==================== design 1
==> config.mk <==
export PLATFORM = sky130hd
export DESIGN_NAME = temporal_wta
export DESIGN_NICKNAME = d
export VERILOG_FILES = /design/src/rtl/temporal_pkg.sv /design/src/rtl/temporal_wta_lowest_one.sv /design/src/rtl/temporal_wta.sv
export SDC_FILE = /design/constraint.sdc
export NUM_CORES = 1
export LEC_CHECK = 0
export CAP_MARGIN = 20
export CORE_UTILIZATION = 52
export DETAILED_ROUTE_END_ITERATION = 16
export PLACE_DENSITY = 0.84
export SYNTH_ARGS = -nofsm -noshare
export SYNTH_HDL_FRONTEND = slang
export SYNTH_SLANG_ARGS = --single-unit
==> constraint.sdc <==
create_clock -name aclk -period 2.2 [get_ports aclk]
set_input_delay 0.22 -clock aclk [delete_from_list [all_inputs] [get_ports aclk]]
set_output_delay 0.22 -clock aclk [all_outputs]
set_load 0.05 [all_outputs]
==> src/rtl/temporal_pkg.sv <==
// rtl/temporal_pkg.sv - shared types for the temporal winner-take-all block
package temporal_pkg;

   typedef enum logic {
      EDGE_RISE = 1'b0,
      EDGE_FALL = 1'b1
   } edge_mode_e;

   typedef enum logic {
      TIE_ALL    = 1'b0,
      TIE_LOWEST = 1'b1
   } tie_mode_e;

   typedef enum logic [1:0] {
      IDLE    = 2'd0,
      ARMED   = 2'd1,
      WON     = 2'd2,
      TIMEOUT = 2'd3
   } wta_state_e;

endpackage

==> src/rtl/temporal_wta_lowest_one.sv <==
// rtl/temporal_wta_lowest_one.sv - lowest-set-bit finder (one-hot and index)
module lowest_one #(
   parameter int N = 8
) (
   input  logic [N-1:0]         vec,
   output logic [N-1:0]         onehot,
   output logic [$clog2(N)-1:0] idx
);

   localparam int IW = $clog2(N);

   // two's-complement trick isolates the lowest set bit
   assign onehot = vec & (~vec + 1'b1);

   // scan from the top down so the lowest set bit is the last one written
   always_comb begin
      idx = '0;
      for (int i = N - 1; i >= 0; i--) begin
         if (vec[i]) idx = IW'(i);
      end
   end

endmodule

==> src/rtl/temporal_wta.sv <==
// rtl/temporal_wta.sv - N-channel temporal winner-take-all (earliest edge wins)
module temporal_wta
   import temporal_pkg::*;
#(
   parameter int N    = 8,
   parameter int TW   = 8,
   parameter int EDGE = 0,
   parameter int TIE  = 0
) (
   input  logic                 aclk,
   input  logic                 rst,
   input  logic                 grst,
   input  logic [N-1:0]         in_sig,
   output logic [N-1:0]         q,
   output logic [$clog2(N)-1:0] win_idx,
   output logic [TW-1:0]        win_time,
   output logic                 valid,
   output logic                 timeout
);

   localparam int IW = $clog2(N);
   localparam logic [TW-1:0] CNT_MAX = '1;

   wta_state_e      state, nxt;
   logic [TW-1:0]   cnt;
   logic [N-1:0]    prev;
   logic [N-1:0]    ev;
   logic [N-1:0]    ev_low;
   logic [IW-1:0]   ev_idx;
   logic            ev_any;

   // an event is a transition of the selected polarity since the last edge
   assign ev = (EDGE == int'(EDGE_FALL)) ? (prev & ~in_sig) : (~prev & in_sig);
   assign ev_any = |ev;

   lowest_one #(.N(N)) u_lowest (
      .vec    (ev),
      .onehot (ev_low),
      .idx    (ev_idx)
   );

   // state register
   always_ff @(posedge aclk or posedge rst) begin
      if (rst) state <= IDLE;
      else     state <= nxt;
   end

   // next state: grst re-arms from anywhere, event beats a same-edge timeout
   always_comb begin
      nxt = state;
      if (grst) begin
         nxt = ARMED;
      end else if (state == ARMED) begin
         if (ev_any)              nxt = WON;
         else if (cnt == CNT_MAX) nxt = TIMEOUT;
      end
   end

   // status flags decode straight from the registered state
   always_comb begin
      valid   = (state == WON);
      timeout = (state == TIMEOUT);
   end

   // window counter, edge history and latched winner
   always_ff @(posedge aclk or posedge rst) begin
      if (rst) begin
         cnt      <= '0;
         prev     <= '0;
         q        <= '0;
         win_idx  <= '0;
         win_time <= '0;
      end else if (grst) begin
         // snapshot inputs so an edge coinciding with grst is not an event
         cnt      <= '0;
         prev     <= in_sig;
         q        <= '0;
         win_idx  <= '0;
         win_time <= '0;
      end else if (state == ARMED) begin
         prev <= in_sig;
         if (ev_any) begin
            q        <= (TIE == int'(TIE_LOWEST)) ? ev_low : ev;
            win_idx  <= ev_idx;
            win_time <= cnt;
         end else if (cnt != CNT_MAX) begin
            cnt <= cnt + 1'b1;
         end
      end
   end

endmodule

==> summary.rpt <==
PHYSICAL IMPLEMENTATION REPORT
----------------------------------------------------
[Outcome]
  Result of the run ........................ complete, no violations

[Worst setup path]
  Critical Path Source ........................ cnt[1]$_DFFE_PP0P_
  Sort of element at the end of the critical path ........................ flip-flop
  CP max FO ........................ 7

[Cells and area]
  Logic inverters ........................ 5
  Fin cells ........................ 267

[Logic synthesis]
  Synthesized netlist net count ........................ 192
  Cell count after synthesis ........................ 180

[Global route]
  Pin count of the biggest net entering global routing ........................ 38
  Overall track demand over capacity in global routing ........................ 26.5%
  Busiest layer in global routing ........................ met2

[Clock tree]
  Number of buffers added for setup after CTS ........................ 0

[Pwr]
  Logic pwr share ........................ 23.9%
  Int Pwr ........................ 966 uW

[Place]
  Worst setup slack before clock tree synthesis ........................ 57.5 ps

[Die]
  Overall chip area ........................ 0.00367 sq mm

[Final timing]
  Final tally of hold violations ........................ 0

[Flow run]
  Reported max-cap violation count ........................ 0

----------------------------------------------------
-- critical path, stage by stage (launching register included) --
cell and delay (ps):
sky130_fd_sc_hd__dfrtp_1 480, sky130_fd_sc_hd__ha_1 310, sky130_fd_sc_hd__a41oi_1 350, sky130_fd_sc_hd__and3_1 270, sky130_fd_sc_hd__nand3_1 100, sky130_fd_sc_hd__mux2_1 340
-- registers in the layout, summed over array words and instances, names as in the netlist --
signal    cells
win_time      8
cnt           8
prev          8
win_idx       3
q             8
state         2
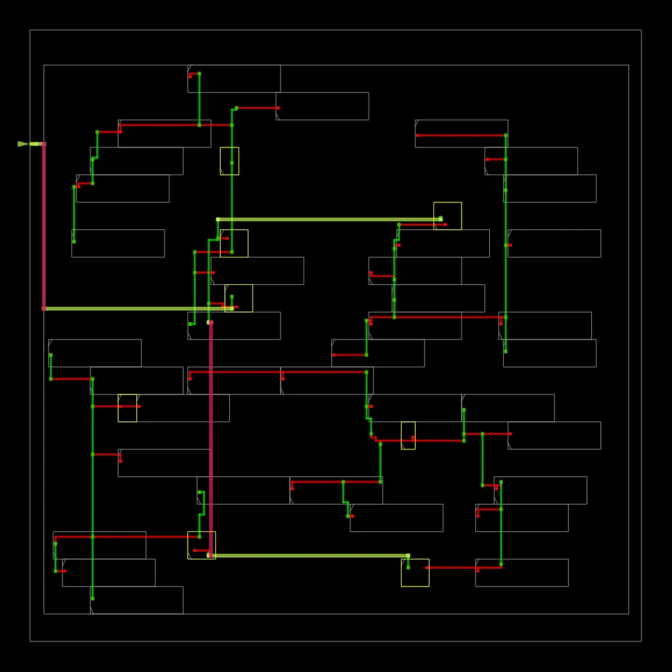
design_1/final_clocks.png
setup skew after layout: 15.0 ps
insertion delay at the late pin of the worst-skew pair: 350 ps
count of clock buffers in the final design: 6
power consumed by the clock network: 344 uW
flip-flops: 37

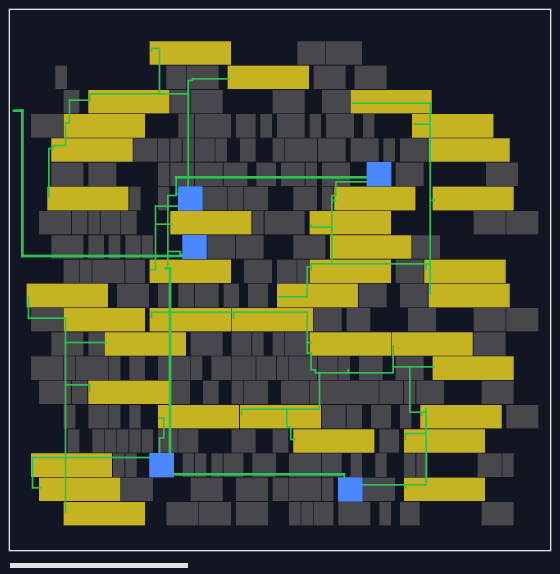
design_1/clock_map.png
Scale bar: 20 um.
green -> clock wires  # length 407 um
blue -> cells driving clock nets  # count 5
yellow -> flip-flops  # count 37
flops lie = widely spread
routed clock nets = 6


==================== design 2
design_2/port_nets.png
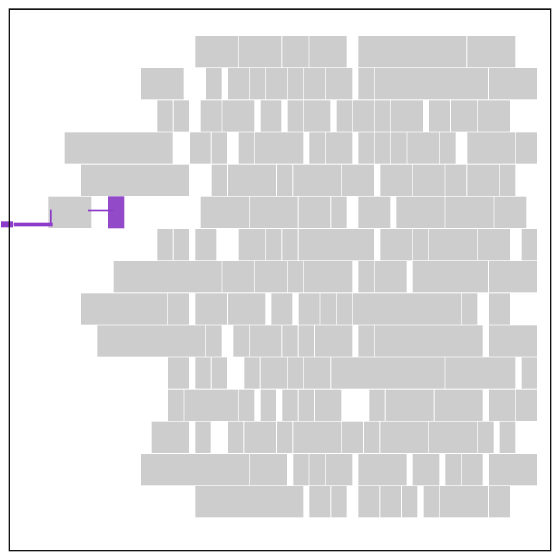
design_2/metal_stack.png
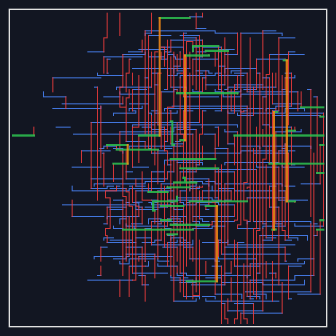
[src/rtl/fetch_invalidate_controller_pkg.sv]
// Shared cache geometry constants for the fetch-side invalidate logic.
package CacheTypes;

    localparam int ICACHE_INDEX_WIDTH_DEFAULT = 6;
    localparam int TLB_INDEX_WIDTH_DEFAULT    = 4;

    function automatic int max_int(input int a, input int b);
        return (a > b) ? a : b;
    endfunction

endpackage

[src/rtl/invalidate_walk_counter.sv]
// Walk index counter shared by the ICache and ITLB invalidate walks.
// Clear wins over increment; the count saturates at max_i (no wrap).
module invalidate_walk_counter #(
    parameter int WIDTH = 6
) (
    input  logic             clk,
    input  logic             rst,
    input  logic             clr_i,
    input  logic             inc_i,
    input  logic [WIDTH-1:0] max_i,
    output logic [WIDTH-1:0] count_o,
    output logic             last_o
);

    logic [WIDTH-1:0] count_q;
    logic [WIDTH-1:0] count_d;

    assign last_o  = (count_q == max_i);
    assign count_o = count_q;

    always_comb begin
        count_d = count_q;
        if (clr_i) begin
            count_d = '0;
        end else if (inc_i && !last_o) begin
            count_d = count_q + 1'b1;
        end
    end

    always_ff @(posedge clk or posedge rst) begin
        if (rst) begin
            count_q <= '0;
        end else begin
            count_q <= count_d;
        end
    end

endmodule

[src/rtl/fetch_invalidate_controller.sv]
// Sequences ICache / ITLB invalidate walks requested by execute, stalling fetch
// until both walks finish; outputs are decoded from registered state only.
module fetch_invalidate_controller
    import CacheTypes::*;
#(
    parameter int ICACHE_INDEX_WIDTH = ICACHE_INDEX_WIDTH_DEFAULT,
    parameter int TLB_INDEX_WIDTH    = TLB_INDEX_WIDTH_DEFAULT
) (
    input  logic                          clk,
    input  logic                          rst,
    input  logic                          invalidateICache,
    input  logic                          invalidateTlb,
    input  logic                          memBusy,
    output logic                          busy,
    output logic                          done,
    output logic                          fetchFlush,
    output logic                          iCacheInvalidateValid,
    output logic [ICACHE_INDEX_WIDTH-1:0] iCacheInvalidateIndex,
    output logic                          tlbInvalidateValid,
    output logic [TLB_INDEX_WIDTH-1:0]    tlbInvalidateIndex
);

    localparam int CNT_W = max_int(ICACHE_INDEX_WIDTH, TLB_INDEX_WIDTH);
    localparam logic [CNT_W-1:0] IC_LAST  = CNT_W'((1 << ICACHE_INDEX_WIDTH) - 1);
    localparam logic [CNT_W-1:0] TLB_LAST = CNT_W'((1 << TLB_INDEX_WIDTH) - 1);

    localparam logic [2:0] S_IDLE       = 3'd0;
    localparam logic [2:0] S_DRAIN      = 3'd1;
    localparam logic [2:0] S_INV_ICACHE = 3'd2;
    localparam logic [2:0] S_INV_TLB    = 3'd3;
    localparam logic [2:0] S_DONE       = 3'd4;

    logic [2:0]       state_q, state_d;
    logic             pend_ic_q, pend_ic_d;
    logic             pend_tlb_q, pend_tlb_d;
    logic             start_ic, start_tlb;
    logic             walking;
    logic             walk_last;
    logic [CNT_W-1:0] walk_max;
    logic [CNT_W-1:0] walk_count;

    assign walking  = (state_q == S_INV_ICACHE) || (state_q == S_INV_TLB);
    assign walk_max = (state_q == S_INV_TLB) ? TLB_LAST : IC_LAST;

    invalidate_walk_counter #(
        .WIDTH (CNT_W)
    ) u_walk_counter (
        .clk     (clk),
        .rst     (rst),
        .clr_i   (start_ic | start_tlb),
        .inc_i   (walking),
        .max_i   (walk_max),
        .count_o (walk_count),
        .last_o  (walk_last)
    );

    always_comb begin
        state_d   = state_q;
        start_ic  = 1'b0;
        start_tlb = 1'b0;
        case (state_q)
            S_IDLE: begin
                if (invalidateICache || invalidateTlb || pend_ic_q || pend_tlb_q) begin
                    state_d = S_DRAIN;
                end
            end
            S_DRAIN: begin
                if (!memBusy) begin
                    if (pend_ic_q) begin
                        start_ic = 1'b1;
                    end else begin
                        start_tlb = 1'b1;
                    end
                end
            end
            S_INV_ICACHE, S_INV_TLB: begin
                // ICache re-walks go back through DRAIN so a new miss can settle first.
                if (walk_last) begin
                    if (pend_ic_q) begin
                        state_d = S_DRAIN;
                    end else if (pend_tlb_q) begin
                        start_tlb = 1'b1;
                    end else begin
                        state_d = S_DONE;
                    end
                end
            end
            S_DONE: begin
                if (invalidateICache || invalidateTlb || pend_ic_q || pend_tlb_q) begin
                    state_d = S_DRAIN;
                end else begin
                    state_d = S_IDLE;
                end
            end
            default: state_d = S_IDLE;
        endcase
        if (start_ic) begin
            state_d = S_INV_ICACHE;
        end else if (start_tlb) begin
            state_d = S_INV_TLB;
        end
    end

    // A request in the same cycle a walk starts keeps its flag set.
    assign pend_ic_d  = (pend_ic_q  & ~start_ic)  | invalidateICache;
    assign pend_tlb_d = (pend_tlb_q & ~start_tlb) | invalidateTlb;

    always_ff @(posedge clk or posedge rst) begin
        if (rst) begin
            state_q    <= S_IDLE;
            pend_ic_q  <= 1'b0;
            pend_tlb_q <= 1'b0;
        end else begin
            state_q    <= state_d;
            pend_ic_q  <= pend_ic_d;
            pend_tlb_q <= pend_tlb_d;
        end
    end

    assign busy                  = (state_q != S_IDLE);
    assign done                  = (state_q == S_DONE);
    assign fetchFlush            = (state_q == S_DONE);
    assign iCacheInvalidateValid = (state_q == S_INV_ICACHE);
    assign tlbInvalidateValid    = (state_q == S_INV_TLB);
    assign iCacheInvalidateIndex = iCacheInvalidateValid ? walk_count[ICACHE_INDEX_WIDTH-1:0] : '0;
    assign tlbInvalidateIndex    = tlbInvalidateValid ? walk_count[TLB_INDEX_WIDTH-1:0] : '0;

endmodule
[config.mk]
export PLATFORM = sky130hd
export DESIGN_NAME = fetch_invalidate_controller
export DESIGN_NICKNAME = d
export VERILOG_FILES = /design/src/rtl/fetch_invalidate_controller_pkg.sv /design/src/rtl/invalidate_walk_counter.sv /design/src/rtl/fetch_invalidate_controller.sv
export SDC_FILE = /design/constraint.sdc
export NUM_CORES = 1
export LEC_CHECK = 0
export ABC_AREA = 1
export ABC_CLOCK_PERIOD_IN_PS = 1500
export CORE_UTILIZATION = 40
export DETAILED_ROUTE_END_ITERATION = 7
export GPL_TIMING_DRIVEN = 0
export PLACE_DENSITY = 0.8
export SLEW_MARGIN = 20
export SYNTH_ARGS = -nofsm -noshare
export SYNTH_HDL_FRONTEND = slang
export SYNTH_SLANG_ARGS = --single-unit
[constraint.sdc]
create_clock -name clk -period 1.5 [get_ports clk]
set_clock_uncertainty 0.15 [all_clocks]
set_input_delay 0.15 -clock clk [delete_from_list [all_inputs] [get_ports clk]]
set_output_delay 0.15 -clock clk [all_outputs]
set_load 0.01 [all_outputs]
==> summary.rpt <==
PHYSICAL IMPLEMENTATION REPORT
----------------------------------------------------
[Outcome]
  Result of the run ........................ finished with violations
  Violations in the final reports ........................ setup timing

[Cells and area]
  Post-layout util ........................ 72.7%
  Combinational fraction of the cell area ........................ approximately two fifths
  Logic inverters ........................ 19
  Clock buffers and inverters, area share ........................ 2.05%

[Worst setup path]
  Startpoint type of the worst setup path ........................ flip-flop
  Number of buffers and inverters on the critical path ........................ 4

[Pwr]
  Leak Pwr ........................ 0.000663 uW
  Total power after layout ........................ 2550 uW

[Die]
  Total number of tap cells ........................ 25

[Logic synthesis]
  Synthesized netlist net count ........................ about 120
  Top area cells in the synthesized netlist ........................ sky130_fd_sc_hd__dfrtp_1 (36%), sky130_fd_sc_hd__nand2_1 (14%), sky130_fd_sc_hd__nor2_1 (13%)
  Post-synth top flop ........................ sky130_fd_sc_hd__dfrtp_1

[Clock tree]
  Count of cells resized by post-cts repair ........................ around 80
  Clock tree root driver cell ........................ sky130_fd_sc_hd__clkbuf_4

[Final timing]
  Setup violations, final ........................ 24
  Worst-case setup margin in the final layout ........................ -274 ps

----------------------------------------------------
## Picture notes: design_2/port_nets.png
purple -> rst  # bits 1, direction input, end cells 1, buffers 1, wire 6.20 um

## Picture notes: design_2/metal_stack.png
green -> met3  # wire length 139 um
orange -> met4  # wire length 80.2 um
blue -> met1  # wire length 1030 um
red -> met2  # wire length 1390 um

[registers in the layout, indices dropped and copies added, names as in the netlist]
register	flops
state_q	3
pend_tlb_q	1
u_walk_counter.count_o	6
pend_ic_q	1
[cell families (layout without fill, tap and decap cells)]
kind of cell             Yosys count  in the layout  synth area share (%)
buffers and inverters             20             65                  10.3
XOR/XNOR                           2              2                  2.30
adder cells (fa/ha/maj)            1              1                  1.64
AND-OR/OR-AND                      6              6                  4.26
AND/OR/NAND/NOR                   75             76                  45.4
flip-flops                        11             11                  36.1

==================== design 3
**config.mk**
```make
export PLATFORM = sky130hd
export DESIGN_NAME = cic_dec_ctrl
export DESIGN_NICKNAME = d
export VERILOG_FILES = /design/src/rtl/cic_dec_ctrl.sv
export SDC_FILE = /design/constraint.sdc
export NUM_CORES = 1
export LEC_CHECK = 0
export CELL_PAD_IN_SITES_DETAIL_PLACEMENT = 0
export CELL_PAD_IN_SITES_GLOBAL_PLACEMENT = 1
export CORE_MARGIN = 8
export CORE_UTILIZATION = 39
export DETAILED_ROUTE_END_ITERATION = 8
export GPL_ROUTABILITY_DRIVEN = 0
export GPL_TIMING_DRIVEN = 0
export PLACE_DENSITY_LB_ADDON = 0.1
export REMOVE_ABC_BUFFERS = 1
export SYNTH_ARGS = -nofsm -noshare
export SYNTH_HDL_FRONTEND = slang
export SYNTH_SLANG_ARGS = --single-unit
```
**constraint.sdc**
```tcl
create_clock -name clk_i -period 2.8 [get_ports clk_i]
set_input_delay 0.56 -clock clk_i [delete_from_list [all_inputs] [get_ports clk_i]]
set_output_delay 0.56 -clock clk_i [all_outputs]
set_load 0.03 [all_outputs]
```
**src/rtl/cic_dec_ctrl.sv**
```systemverilog
// CIC decimator sequencer: sample handshake, integrator enable/clear, decimation strobe, output handshake.
// Optional build macro CIC_CTRL_DROP_EN: never backpressure, drop colliding outputs and count them.
module cic_dec_ctrl #(
  parameter int unsigned RATE_W     = 8,
  parameter int unsigned COMB_LAT   = 2,
  parameter int unsigned CLR_CYCLES = 2
) (
  input  logic              clk_i,
  input  logic              rstn_i,
  input  logic              start_i,
  input  logic              stop_i,
  input  logic [RATE_W-1:0] rate_i,
  input  logic              in_valid_i,
  output logic              in_ready_o,
  output logic              integ_en_o,
  output logic              integ_clr_o,
  output logic              comb_en_o,
  output logic              out_valid_o,
  input  logic              out_ready_i,
  output logic              busy_o,
  output logic [RATE_W-1:0] dec_cnt_o
`ifdef CIC_CTRL_DROP_EN
  ,
  output logic [15:0]       drop_cnt_o
`endif
);

  localparam logic [1:0] ST_IDLE  = 2'd0;
  localparam logic [1:0] ST_CLEAR = 2'd1;
  localparam logic [1:0] ST_RUN   = 2'd2;
  localparam logic [1:0] ST_FLUSH = 2'd3;

  localparam int unsigned     CLR_W    = (CLR_CYCLES > 1) ? $clog2(CLR_CYCLES) : 1;
  localparam logic [CLR_W-1:0] CLR_LAST = CLR_W'(CLR_CYCLES - 1);

  logic [1:0]          state_q, state_d;
  logic [RATE_W-1:0]   rate_q, rate_d;
  logic [RATE_W-1:0]   dec_cnt_q, dec_cnt_d;
  logic [CLR_W-1:0]    clr_cnt_q, clr_cnt_d;
  logic                comb_en_q, comb_en_d;
  logic [COMB_LAT-1:0] pipe_q, pipe_d;
  logic                out_valid_q, out_valid_d;
  logic                pipe_busy, at_wrap, pending, accept;
`ifdef CIC_CTRL_DROP_EN
  logic [15:0]         drop_cnt_q, drop_cnt_d;
`endif

  // The slot ending at out_valid counts as busy, giving one output per COMB_LAT+2 cycles at R=1.
  always_comb begin
    pipe_busy = |pipe_q;
    at_wrap   = (dec_cnt_q == rate_q - 1'b1);
    pending   = pipe_busy | comb_en_q | (out_valid_q & ~out_ready_i);
`ifdef CIC_CTRL_DROP_EN
    in_ready_o = (state_q == ST_RUN);
`else
    in_ready_o = (state_q == ST_RUN) & ~(at_wrap & pending);
`endif
    accept     = in_valid_i & in_ready_o;
  end

  always_comb begin
    state_d   = state_q;
    rate_d    = rate_q;
    dec_cnt_d = dec_cnt_q;
    clr_cnt_d = clr_cnt_q;
    comb_en_d = 1'b0;
`ifdef CIC_CTRL_DROP_EN
    drop_cnt_d = drop_cnt_q;
`endif
    pipe_d    = '0;
    pipe_d[0] = comb_en_q;
    for (int unsigned i = 1; i < COMB_LAT; i++) begin
      pipe_d[i] = pipe_q[i-1];
    end
    out_valid_d = pipe_d[COMB_LAT-1] | (out_valid_q & ~out_ready_i);

    case (state_q)
      ST_IDLE: begin
        dec_cnt_d = '0;
        if (start_i) begin
          rate_d    = (rate_i <= RATE_W'(1)) ? RATE_W'(1) : rate_i;
          clr_cnt_d = '0;
          state_d   = ST_CLEAR;
        end
      end
      ST_CLEAR: begin
        dec_cnt_d = '0;
`ifdef CIC_CTRL_DROP_EN
        drop_cnt_d = '0;
`endif
        if (clr_cnt_q == CLR_LAST) begin
          state_d = ST_RUN;
        end else begin
          clr_cnt_d = clr_cnt_q + 1'b1;
        end
      end
      ST_RUN: begin
        if (accept) begin
          if (at_wrap) begin
            dec_cnt_d = '0;
`ifdef CIC_CTRL_DROP_EN
            if (pending) begin
              if (drop_cnt_q != '1) drop_cnt_d = drop_cnt_q + 16'd1;
            end else begin
              comb_en_d = 1'b1;
            end
`else
            comb_en_d = 1'b1;
`endif
          end else begin
            dec_cnt_d = dec_cnt_q + 1'b1;
          end
        end
        if (stop_i) state_d = ST_FLUSH;
      end
      ST_FLUSH: begin
        if (!pipe_busy && !comb_en_q && !out_valid_q) begin
          state_d   = ST_IDLE;
          dec_cnt_d = '0;
        end
      end
      default: state_d = ST_IDLE;
    endcase
  end

  always_ff @(posedge clk_i or negedge rstn_i) begin
    if (!rstn_i) begin
      state_q     <= ST_IDLE;
      rate_q      <= RATE_W'(1);
      dec_cnt_q   <= '0;
      clr_cnt_q   <= '0;
      comb_en_q   <= 1'b0;
      pipe_q      <= '0;
      out_valid_q <= 1'b0;
`ifdef CIC_CTRL_DROP_EN
      drop_cnt_q  <= '0;
`endif
    end else begin
      state_q     <= state_d;
      rate_q      <= rate_d;
      dec_cnt_q   <= dec_cnt_d;
      clr_cnt_q   <= clr_cnt_d;
      comb_en_q   <= comb_en_d;
      pipe_q      <= pipe_d;
      out_valid_q <= out_valid_d;
`ifdef CIC_CTRL_DROP_EN
      drop_cnt_q  <= drop_cnt_d;
`endif
    end
  end

  assign integ_en_o  = accept;
  assign integ_clr_o = (state_q == ST_CLEAR);
  assign comb_en_o   = comb_en_q;
  assign out_valid_o = out_valid_q;
  assign busy_o      = (state_q != ST_IDLE);
  assign dec_cnt_o   = dec_cnt_q;
`ifdef CIC_CTRL_DROP_EN
  assign drop_cnt_o  = drop_cnt_q;
`endif

endmodule

```
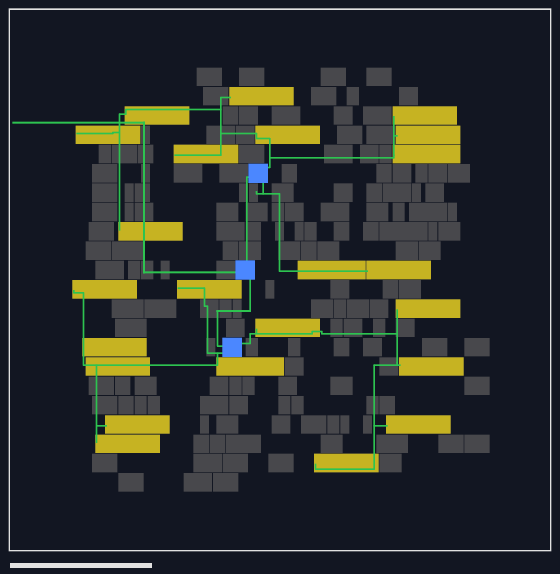
design_3/clock_map.png
Scale bar: 20 um.
blue -> cells driving clock nets  # count 3
yellow -> flip-flops  # count 23
green -> clock wires  # length 328 um
routed clock nets = 4

==> summary.rpt <==
PHYSICAL IMPLEMENTATION REPORT
----------------------------------------------------
[Worst setup path]
  Worst flop-to-flop path endpoint ........................ dec_cnt_o[5]$_DFFE_PN0P_
  Critical Path Source ........................ rate_q[2]$_DFFE_PN0P_

[Die]
  Overall chip area ........................ 0.00578 sq mm
  Placement row count ........................ 22

[Outcome]
  Violations in the final reports ........................ setup timing
  Result of the run ........................ finished with violations

[Pwr]
  Power density of the placed cells ........................ between 800 and 900 mW/mm^2
  Leak Pwr ........................ ~0.00083 uW
  Max VDD drop ........................ 0.409 mV

[Cells and area]
  Register Area ........................ 579 sq um
  Non-clock buffering overhead ........................ a little under a fifth
  Area delta synth->final ........................ 31.5%
  Flip-flops ........................ 23

[Logic synthesis]
  Post-synthesis instance area ........................ 0.00141 sq mm
  Number of enable-type register cells in the synthesized netlist ........................ 0
  Post-synth top flop ........................ sky130_fd_sc_hd__dfrtp_1
  Most common cell in the netlist ........................ sky130_fd_sc_hd__dfrtp_1
  List of most frequent post-synthesis cells ........................ sky130_fd_sc_hd__dfrtp_1 (22), sky130_fd_sc_hd__a21oi_1 (9), sky130_fd_sc_hd__inv_1 (8), sky130_fd_sc_hd__mux2_2 (8)

[Final timing]
  Worst-case setup margin in the final layout ........................ -116 ps
  Setup violations, final ........................ 2

[Clock tree]
  Insertion delay at the late pin of the worst-skew pair ........................ ~310 ps
  Number of buffers added for setup after CTS ........................ 9

[Routing]
  Starting DRT DRC Count ........................ 75

[Place]
  Placed inst area ........................ 0.00172 sq mm

[Worst hold path]
  Beginning of the worst hold path ........................ pipe_q[0]$_DFF_PN0_
  Worst min-delay path endpoint ........................ pipe_q[1]$_DFF_PN0_

----------------------------------------------------
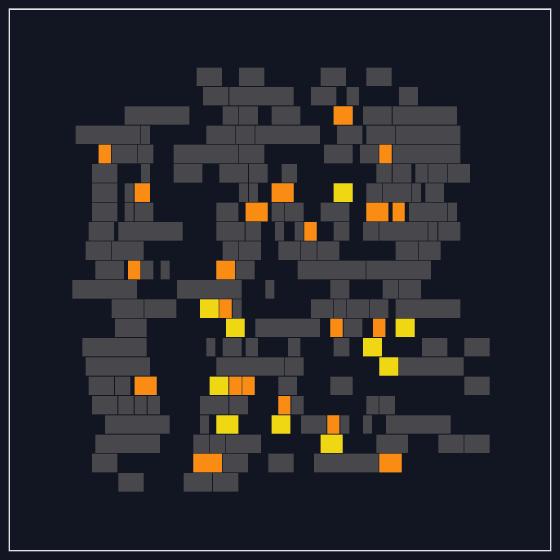
design_3/gate_families.png
yellow -> AND-OR and OR-AND gates  # cells 10
orange -> inverting AOI/OAI gates  # cells 21
fin cells: 226
most common cell after layout, fill and taps aside: sky130_fd_sc_hd__clkdlybuf4s50_1
combinational fraction of the cell area: 44.0%

logic make-up (layout without fill, tap and decap cells):
| family | after synthesis | count (layout) | synth area share [%] |
|---|---|---|---|
| AOI/OAI and AO/OA | 31 | 31 | 14.9 |
| xor gates and xnor gates | 7 | 7 | 4.36 |
| adders and majority gates | 6 | 6 | 5.34 |
| buffers and inverters | 11 | 48 | 3.56 |
| DFF | 23 | 23 | 41.0 |
| muxes | 10 | 10 | 7.83 |
| and+or+nand+nor | 53 | 53 | 23.0 |
power breakdown:
group / internal [uW] / switching, uW
combinational: 420 / 471
clock: 55.7 / 103
sequential: 432 / 99.9

==================== design 4
==> config.mk <==
export PLATFORM = sky130hd
export DESIGN_NAME = mic3_sampler
export DESIGN_NICKNAME = d
export VERILOG_FILES = /design/src/rtl/mic3_pkg.sv /design/src/rtl/mic3_sclk_gen.sv /design/src/rtl/mic3_sampler.sv
export SDC_FILE = /design/constraint.sdc
export NUM_CORES = 1
export LEC_CHECK = 0
export CAP_MARGIN = 20
export CORE_ASPECT_RATIO = 0.5
export CORE_MARGIN = 2
export CORE_UTILIZATION = 60
export CTS_CLUSTER_DIAMETER = 60
export DETAILED_ROUTE_END_ITERATION = 8
export PLACE_DENSITY = 0.89
export SLEW_MARGIN = 20
export SYNTH_ARGS = -nofsm -noshare
export SYNTH_HDL_FRONTEND = slang
export SYNTH_SLANG_ARGS = --single-unit
export TNS_END_PERCENT = 5
==> constraint.sdc <==
create_clock -name clk -period 4.1 [get_ports clk]
set_clock_uncertainty 0.2 [all_clocks]
set_input_delay 1.025 -clock clk [delete_from_list [all_inputs] [get_ports clk]]
set_output_delay 1.025 -clock clk [all_outputs]
set_load 0.1 [all_outputs]
==> src/rtl/mic3_pkg.sv <==
`default_nettype none
// ============================================================================
// Module  : mic3_pkg
// Brief   : Shared types and frame geometry for the Pmod MIC3 sampler.
// Revision: 1.0 - initial release
// ============================================================================
package mic3_pkg;

    localparam int FRAME_BITS = 16;
    localparam int DATA_BITS  = 12;
    localparam int LEAD_BITS  = 4;
    localparam int AVG_DEPTH  = 4;

    typedef enum logic [1:0] {
        IDLE  = 2'd0,
        CONV  = 2'd1,
        QUIET = 2'd2
    } mic3_state_t;

endpackage
`default_nettype wire

==> src/rtl/mic3_sclk_gen.sv <==
`default_nettype none
// ============================================================================
// Module  : mic3_sclk_gen
// Brief   : SCLK half-period divider; idles high, pulses rise_evt on the
//           cycle whose clock edge drives SCLK from low to high.
// Revision: 1.0 - initial release
// ============================================================================
module mic3_sclk_gen #(
    parameter int SCLK_HALF = 25
) (
    input  logic clk,
    input  logic rst,
    input  logic i_active,
    output logic o_sclk,
    output logic o_rise_evt
);

    localparam int c_HW = (SCLK_HALF > 1) ? $clog2(SCLK_HALF) : 1;
    localparam logic [c_HW-1:0] c_HALF_LAST = c_HW'(SCLK_HALF - 1);

    logic [c_HW-1:0] r_half_cnt;
    logic            r_sclk;
    logic            w_half_done;

    assign w_half_done = i_active && (r_half_cnt == c_HALF_LAST);

    always_ff @(posedge clk) begin
        if (rst || !i_active) begin
            r_half_cnt <= '0;
            r_sclk     <= 1'b1;
        end else if (w_half_done) begin
            r_half_cnt <= '0;
            r_sclk     <= ~r_sclk;
        end else begin
            r_half_cnt <= r_half_cnt + c_HW'(1);
        end
    end

    // The sample point coincides with the edge that returns SCLK high.
    assign o_rise_evt = w_half_done && !r_sclk;
    assign o_sclk     = r_sclk;

endmodule
`default_nettype wire

==> src/rtl/mic3_sampler.sv <==
`default_nettype none
// ============================================================================
// Module  : mic3_sampler
// Brief   : Periodic 16-bit SPI read of the Pmod MIC3 ADC, 12-bit audio out.
//           Define MIC3_AVG_EN to average every 4 frames into one sample.
// Revision: 1.0 - initial release
// ============================================================================
module mic3_sampler
    import mic3_pkg::*;
#(
    parameter int SCLK_HALF     = 25,
    parameter int SAMPLE_PERIOD = 2268
) (
    input  logic                 clk,
    input  logic                 rst,
    input  logic                 en,
    input  logic                 MISO,
    output logic                 CS,
    output logic                 SPI_SCLK,
    output logic [DATA_BITS-1:0] audio,
    output logic                 new_data,
    output logic                 busy
);

    localparam int c_TW = $clog2(SAMPLE_PERIOD);
    localparam int c_QW = $clog2(2 * SCLK_HALF);
    localparam int c_BW = $clog2(FRAME_BITS);
    localparam logic [c_TW-1:0] c_TIMER_LAST = c_TW'(SAMPLE_PERIOD - 1);
    localparam logic [c_QW-1:0] c_QUIET_LAST = c_QW'(2 * SCLK_HALF - 1);
    localparam logic [c_BW-1:0] c_BIT_LAST   = c_BW'(FRAME_BITS - 1);

    mic3_state_t            r_state;
    mic3_state_t            w_state_nxt;
    logic [c_TW-1:0]        r_timer;
    logic [c_QW-1:0]        r_quiet_cnt;
    logic [c_BW-1:0]        r_bit_cnt;
    logic [FRAME_BITS-1:0]  r_shift;
    logic [FRAME_BITS-1:0]  w_frame;
    logic [DATA_BITS-1:0]   r_audio;
    logic                   r_new_data;
    logic                   w_tick;
    logic                   w_conv;
    logic                   w_rise_evt;
    logic                   w_frame_done;
    logic                   w_lead_unused;

    always_ff @(posedge clk) begin
        if (rst || !en || (r_timer == c_TIMER_LAST)) begin
            r_timer <= '0;
        end else begin
            r_timer <= r_timer + c_TW'(1);
        end
    end

    assign w_tick = (r_timer == c_TIMER_LAST) && en;

    always_ff @(posedge clk) begin
        if (rst) begin
            r_state <= IDLE;
        end else begin
            r_state <= w_state_nxt;
        end
    end

    always_comb begin
        w_state_nxt = r_state;
        case (r_state)
            IDLE:    if (w_tick) w_state_nxt = CONV;
            CONV:    if (w_frame_done) w_state_nxt = QUIET;
            QUIET:   if (r_quiet_cnt == c_QUIET_LAST) w_state_nxt = IDLE;
            default: w_state_nxt = IDLE;
        endcase
    end

    always_comb begin
        CS     = 1'b1;
        busy   = 1'b0;
        w_conv = 1'b0;
        case (r_state)
            CONV: begin
                CS     = 1'b0;
                busy   = 1'b1;
                w_conv = 1'b1;
            end
            QUIET:   busy = 1'b1;
            default: ;
        endcase
    end

    mic3_sclk_gen #(
        .SCLK_HALF (SCLK_HALF)
    ) u_sclk_gen (
        .clk        (clk),
        .rst        (rst),
        .i_active   (w_conv),
        .o_sclk     (SPI_SCLK),
        .o_rise_evt (w_rise_evt)
    );

    // w_frame is the shift register as it will look after this edge samples MISO.
    assign w_frame       = {r_shift[FRAME_BITS-2:0], MISO};
    assign w_frame_done  = w_rise_evt && (r_bit_cnt == c_BIT_LAST);
    assign w_lead_unused = ^{r_shift[FRAME_BITS-1], w_frame[FRAME_BITS-1 -: LEAD_BITS]};

    always_ff @(posedge clk) begin
        if (rst) begin
            r_shift   <= '0;
            r_bit_cnt <= '0;
        end else if (!w_conv) begin
            r_bit_cnt <= '0;
        end else if (w_rise_evt) begin
            r_shift   <= w_frame;
            r_bit_cnt <= r_bit_cnt + c_BW'(1);
        end
    end

    always_ff @(posedge clk) begin
        if (rst || (r_state != QUIET)) begin
            r_quiet_cnt <= '0;
        end else begin
            r_quiet_cnt <= r_quiet_cnt + c_QW'(1);
        end
    end

`ifdef MIC3_AVG_EN
    localparam int c_CW = $clog2(AVG_DEPTH);
    localparam int c_AW = DATA_BITS + c_CW;
    localparam logic [c_CW-1:0] c_AVG_LAST = c_CW'(AVG_DEPTH - 1);

    logic [c_AW-1:0] r_acc;
    logic [c_AW-1:0] w_sum;
    logic [c_CW-1:0] r_avg_cnt;

    assign w_sum = r_acc + c_AW'(w_frame[DATA_BITS-1:0]);

    always_ff @(posedge clk) begin
        if (rst) begin
            r_audio    <= '0;
            r_new_data <= 1'b0;
            r_acc      <= '0;
            r_avg_cnt  <= '0;
        end else begin
            r_new_data <= 1'b0;
            if (!en) begin
                r_acc     <= '0;
                r_avg_cnt <= '0;
            end else if (w_frame_done) begin
                if (r_avg_cnt == c_AVG_LAST) begin
                    r_audio    <= w_sum[c_AW-1 -: DATA_BITS];
                    r_new_data <= 1'b1;
                    r_acc      <= '0;
                    r_avg_cnt  <= '0;
                end else begin
                    r_acc     <= w_sum;
                    r_avg_cnt <= r_avg_cnt + c_CW'(1);
                end
            end
        end
    end
`else
    always_ff @(posedge clk) begin
        if (rst) begin
            r_audio    <= '0;
            r_new_data <= 1'b0;
        end else begin
            r_new_data <= w_frame_done;
            if (w_frame_done) begin
                r_audio <= w_frame[DATA_BITS-1:0];
            end
        end
    end
`endif

    assign audio    = r_audio;
    assign new_data = r_new_data;

endmodule
`default_nettype wire

==> summary.rpt <==
PHYSICAL IMPLEMENTATION REPORT
----------------------------------------------------
[Outcome]
  Result of the run ........................ complete, no violations

[Cells and area]
  Comb gate area ........................ 0.00107 sq mm
  Area-dominant cell class after layout ........................ registers
  Top cells excl fill/tap ........................ sky130_fd_sc_hd__dfxtp_1 (54), sky130_fd_sc_hd__nor2_1 (44), sky130_fd_sc_hd__nand3_1 (24), sky130_fd_sc_hd__nand2_1 (17), sky130_fd_sc_hd__clkdlybuf4s50_1 (17)

[Die]
  Floorplan core area ........................ around 0.0035 sq mm
  Total number of tap cells ........................ 51

[Logic synthesis]
  Area fraction in and, or, nand and nor cells after synthesis ........................ 23.9%
  Register share after synthesis ........................ approximately half
  Yosys Instances ........................ 243

[Routing]
  Total vias in the final route ........................ between 1500 and 2000

[Global route]
  Pin count of the biggest net entering global routing ........................ 33
  Wire length of the first global-routing pass ........................ 6.79 mm

[Clock tree]
  Clk sinks ........................ 54
  H-Tree Depth ........................ 2

[Worst setup path]
  Startpoint type of the worst setup path ........................ flip-flop
  CP max FO ........................ 3
  Top cell family by delay on the critical path ........................ buffers and inverters
  Reg2Reg Depth ........................ 6

[Flow run]
  Count of warning messages emitted by the tools ........................ 31

[Place]
  Dpl hpwl ........................ between 2 and 3 mm

----------------------------------------------------
registers in the layout, summed over array words and instances (netlist names):
| name | flops |
|---|---|
| r_bit_cnt | 4 |
| new_data | 1 |
| r_state | 2 |
| r_shift | 11 |
| u_sclk_gen.r_half_cnt | 5 |
| r_timer | 12 |
| u_sclk_gen.o_sclk | 1 |
| r_quiet_cnt | 6 |
| audio | 12 |
power by group through the flow:
stage | Combinational, uW | Sequential, uW | Clock [uW]
finish | 12.5 | 526 | 363
global route | 13.9 | 526 | 386
CTS | 12.7 | 526 | 368
detailed placement | 12.7 | 538 | 0
global placement | 12.3 | 538 | 0
floorplan | 7.56 | 538 | 0
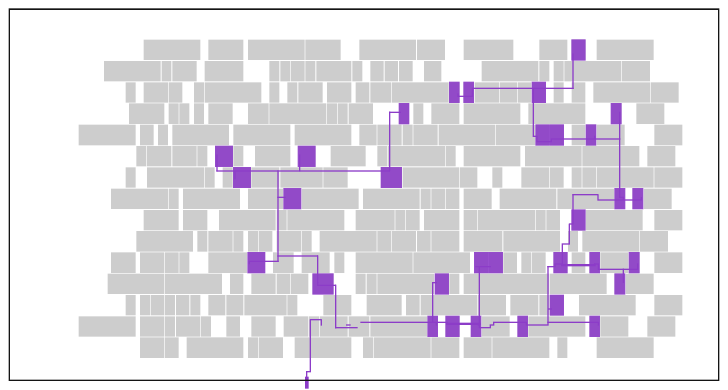
design_4/port_nets.png
purple -> rst  # bits 1, direction input, end cells 32, buffers 2, wire 223 um
number of buffers inserted by port buffering: 19
number of placed I/O pins: 20



==> notes/layouts.md <==
Pictures saved along the way, in no particular order.

Gate families picked out.
picture 1
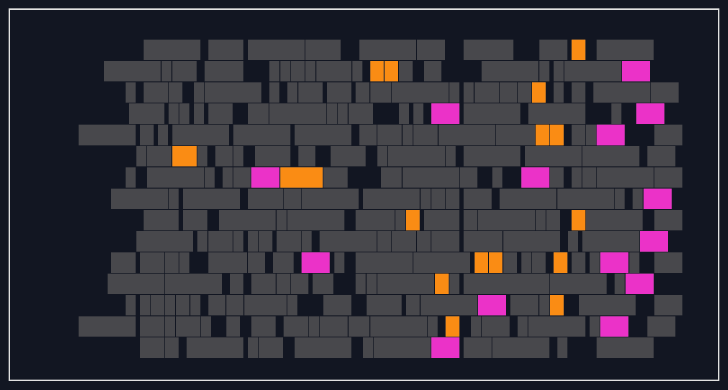
picture 2
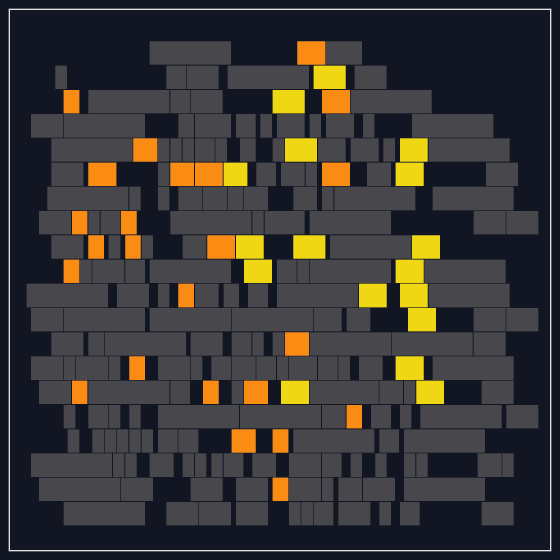
picture 3
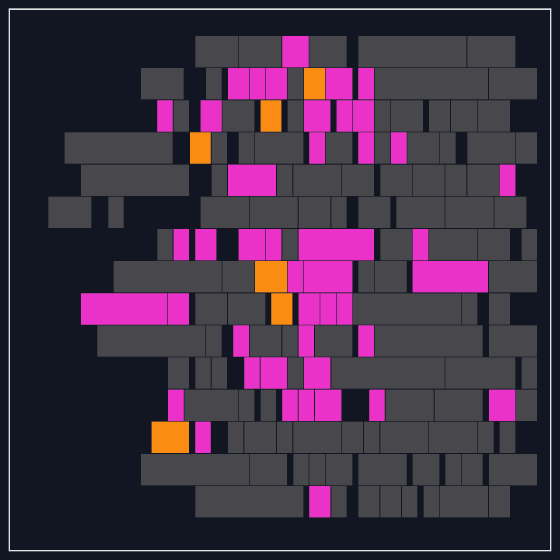
| from | picture |
|---|---|
| design 4 | picture 1 |
| design 2 | picture 3 |
| design 1 | picture 2 |
- fewest cells: picture 3
- most cells: picture 1


==> screenshots <==
Metal layers overlaid.
panel A
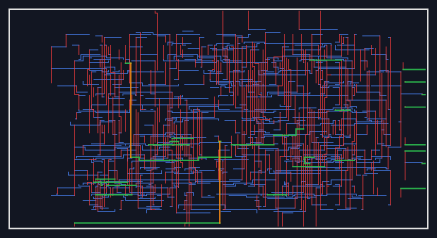
panel B
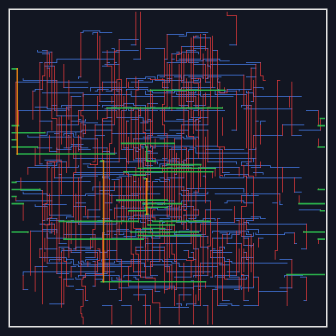
panel C
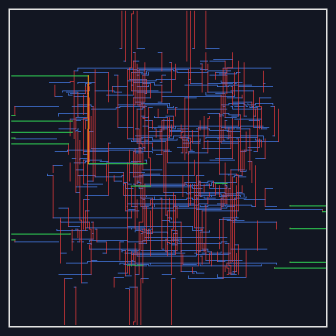
| picture | from |
|---|---|
| panel B | design 1 |
| panel C | design 3 |
| panel A | design 4 |

Key to panel A:
orange -> met4  # wire length 38.1 um
green -> met3  # wire length 174 um
blue -> met1  # wire length 1800 um
red -> met2  # wire length 2090 um

Power figures rest on the tool's default switching activity, not on a simulated workload.
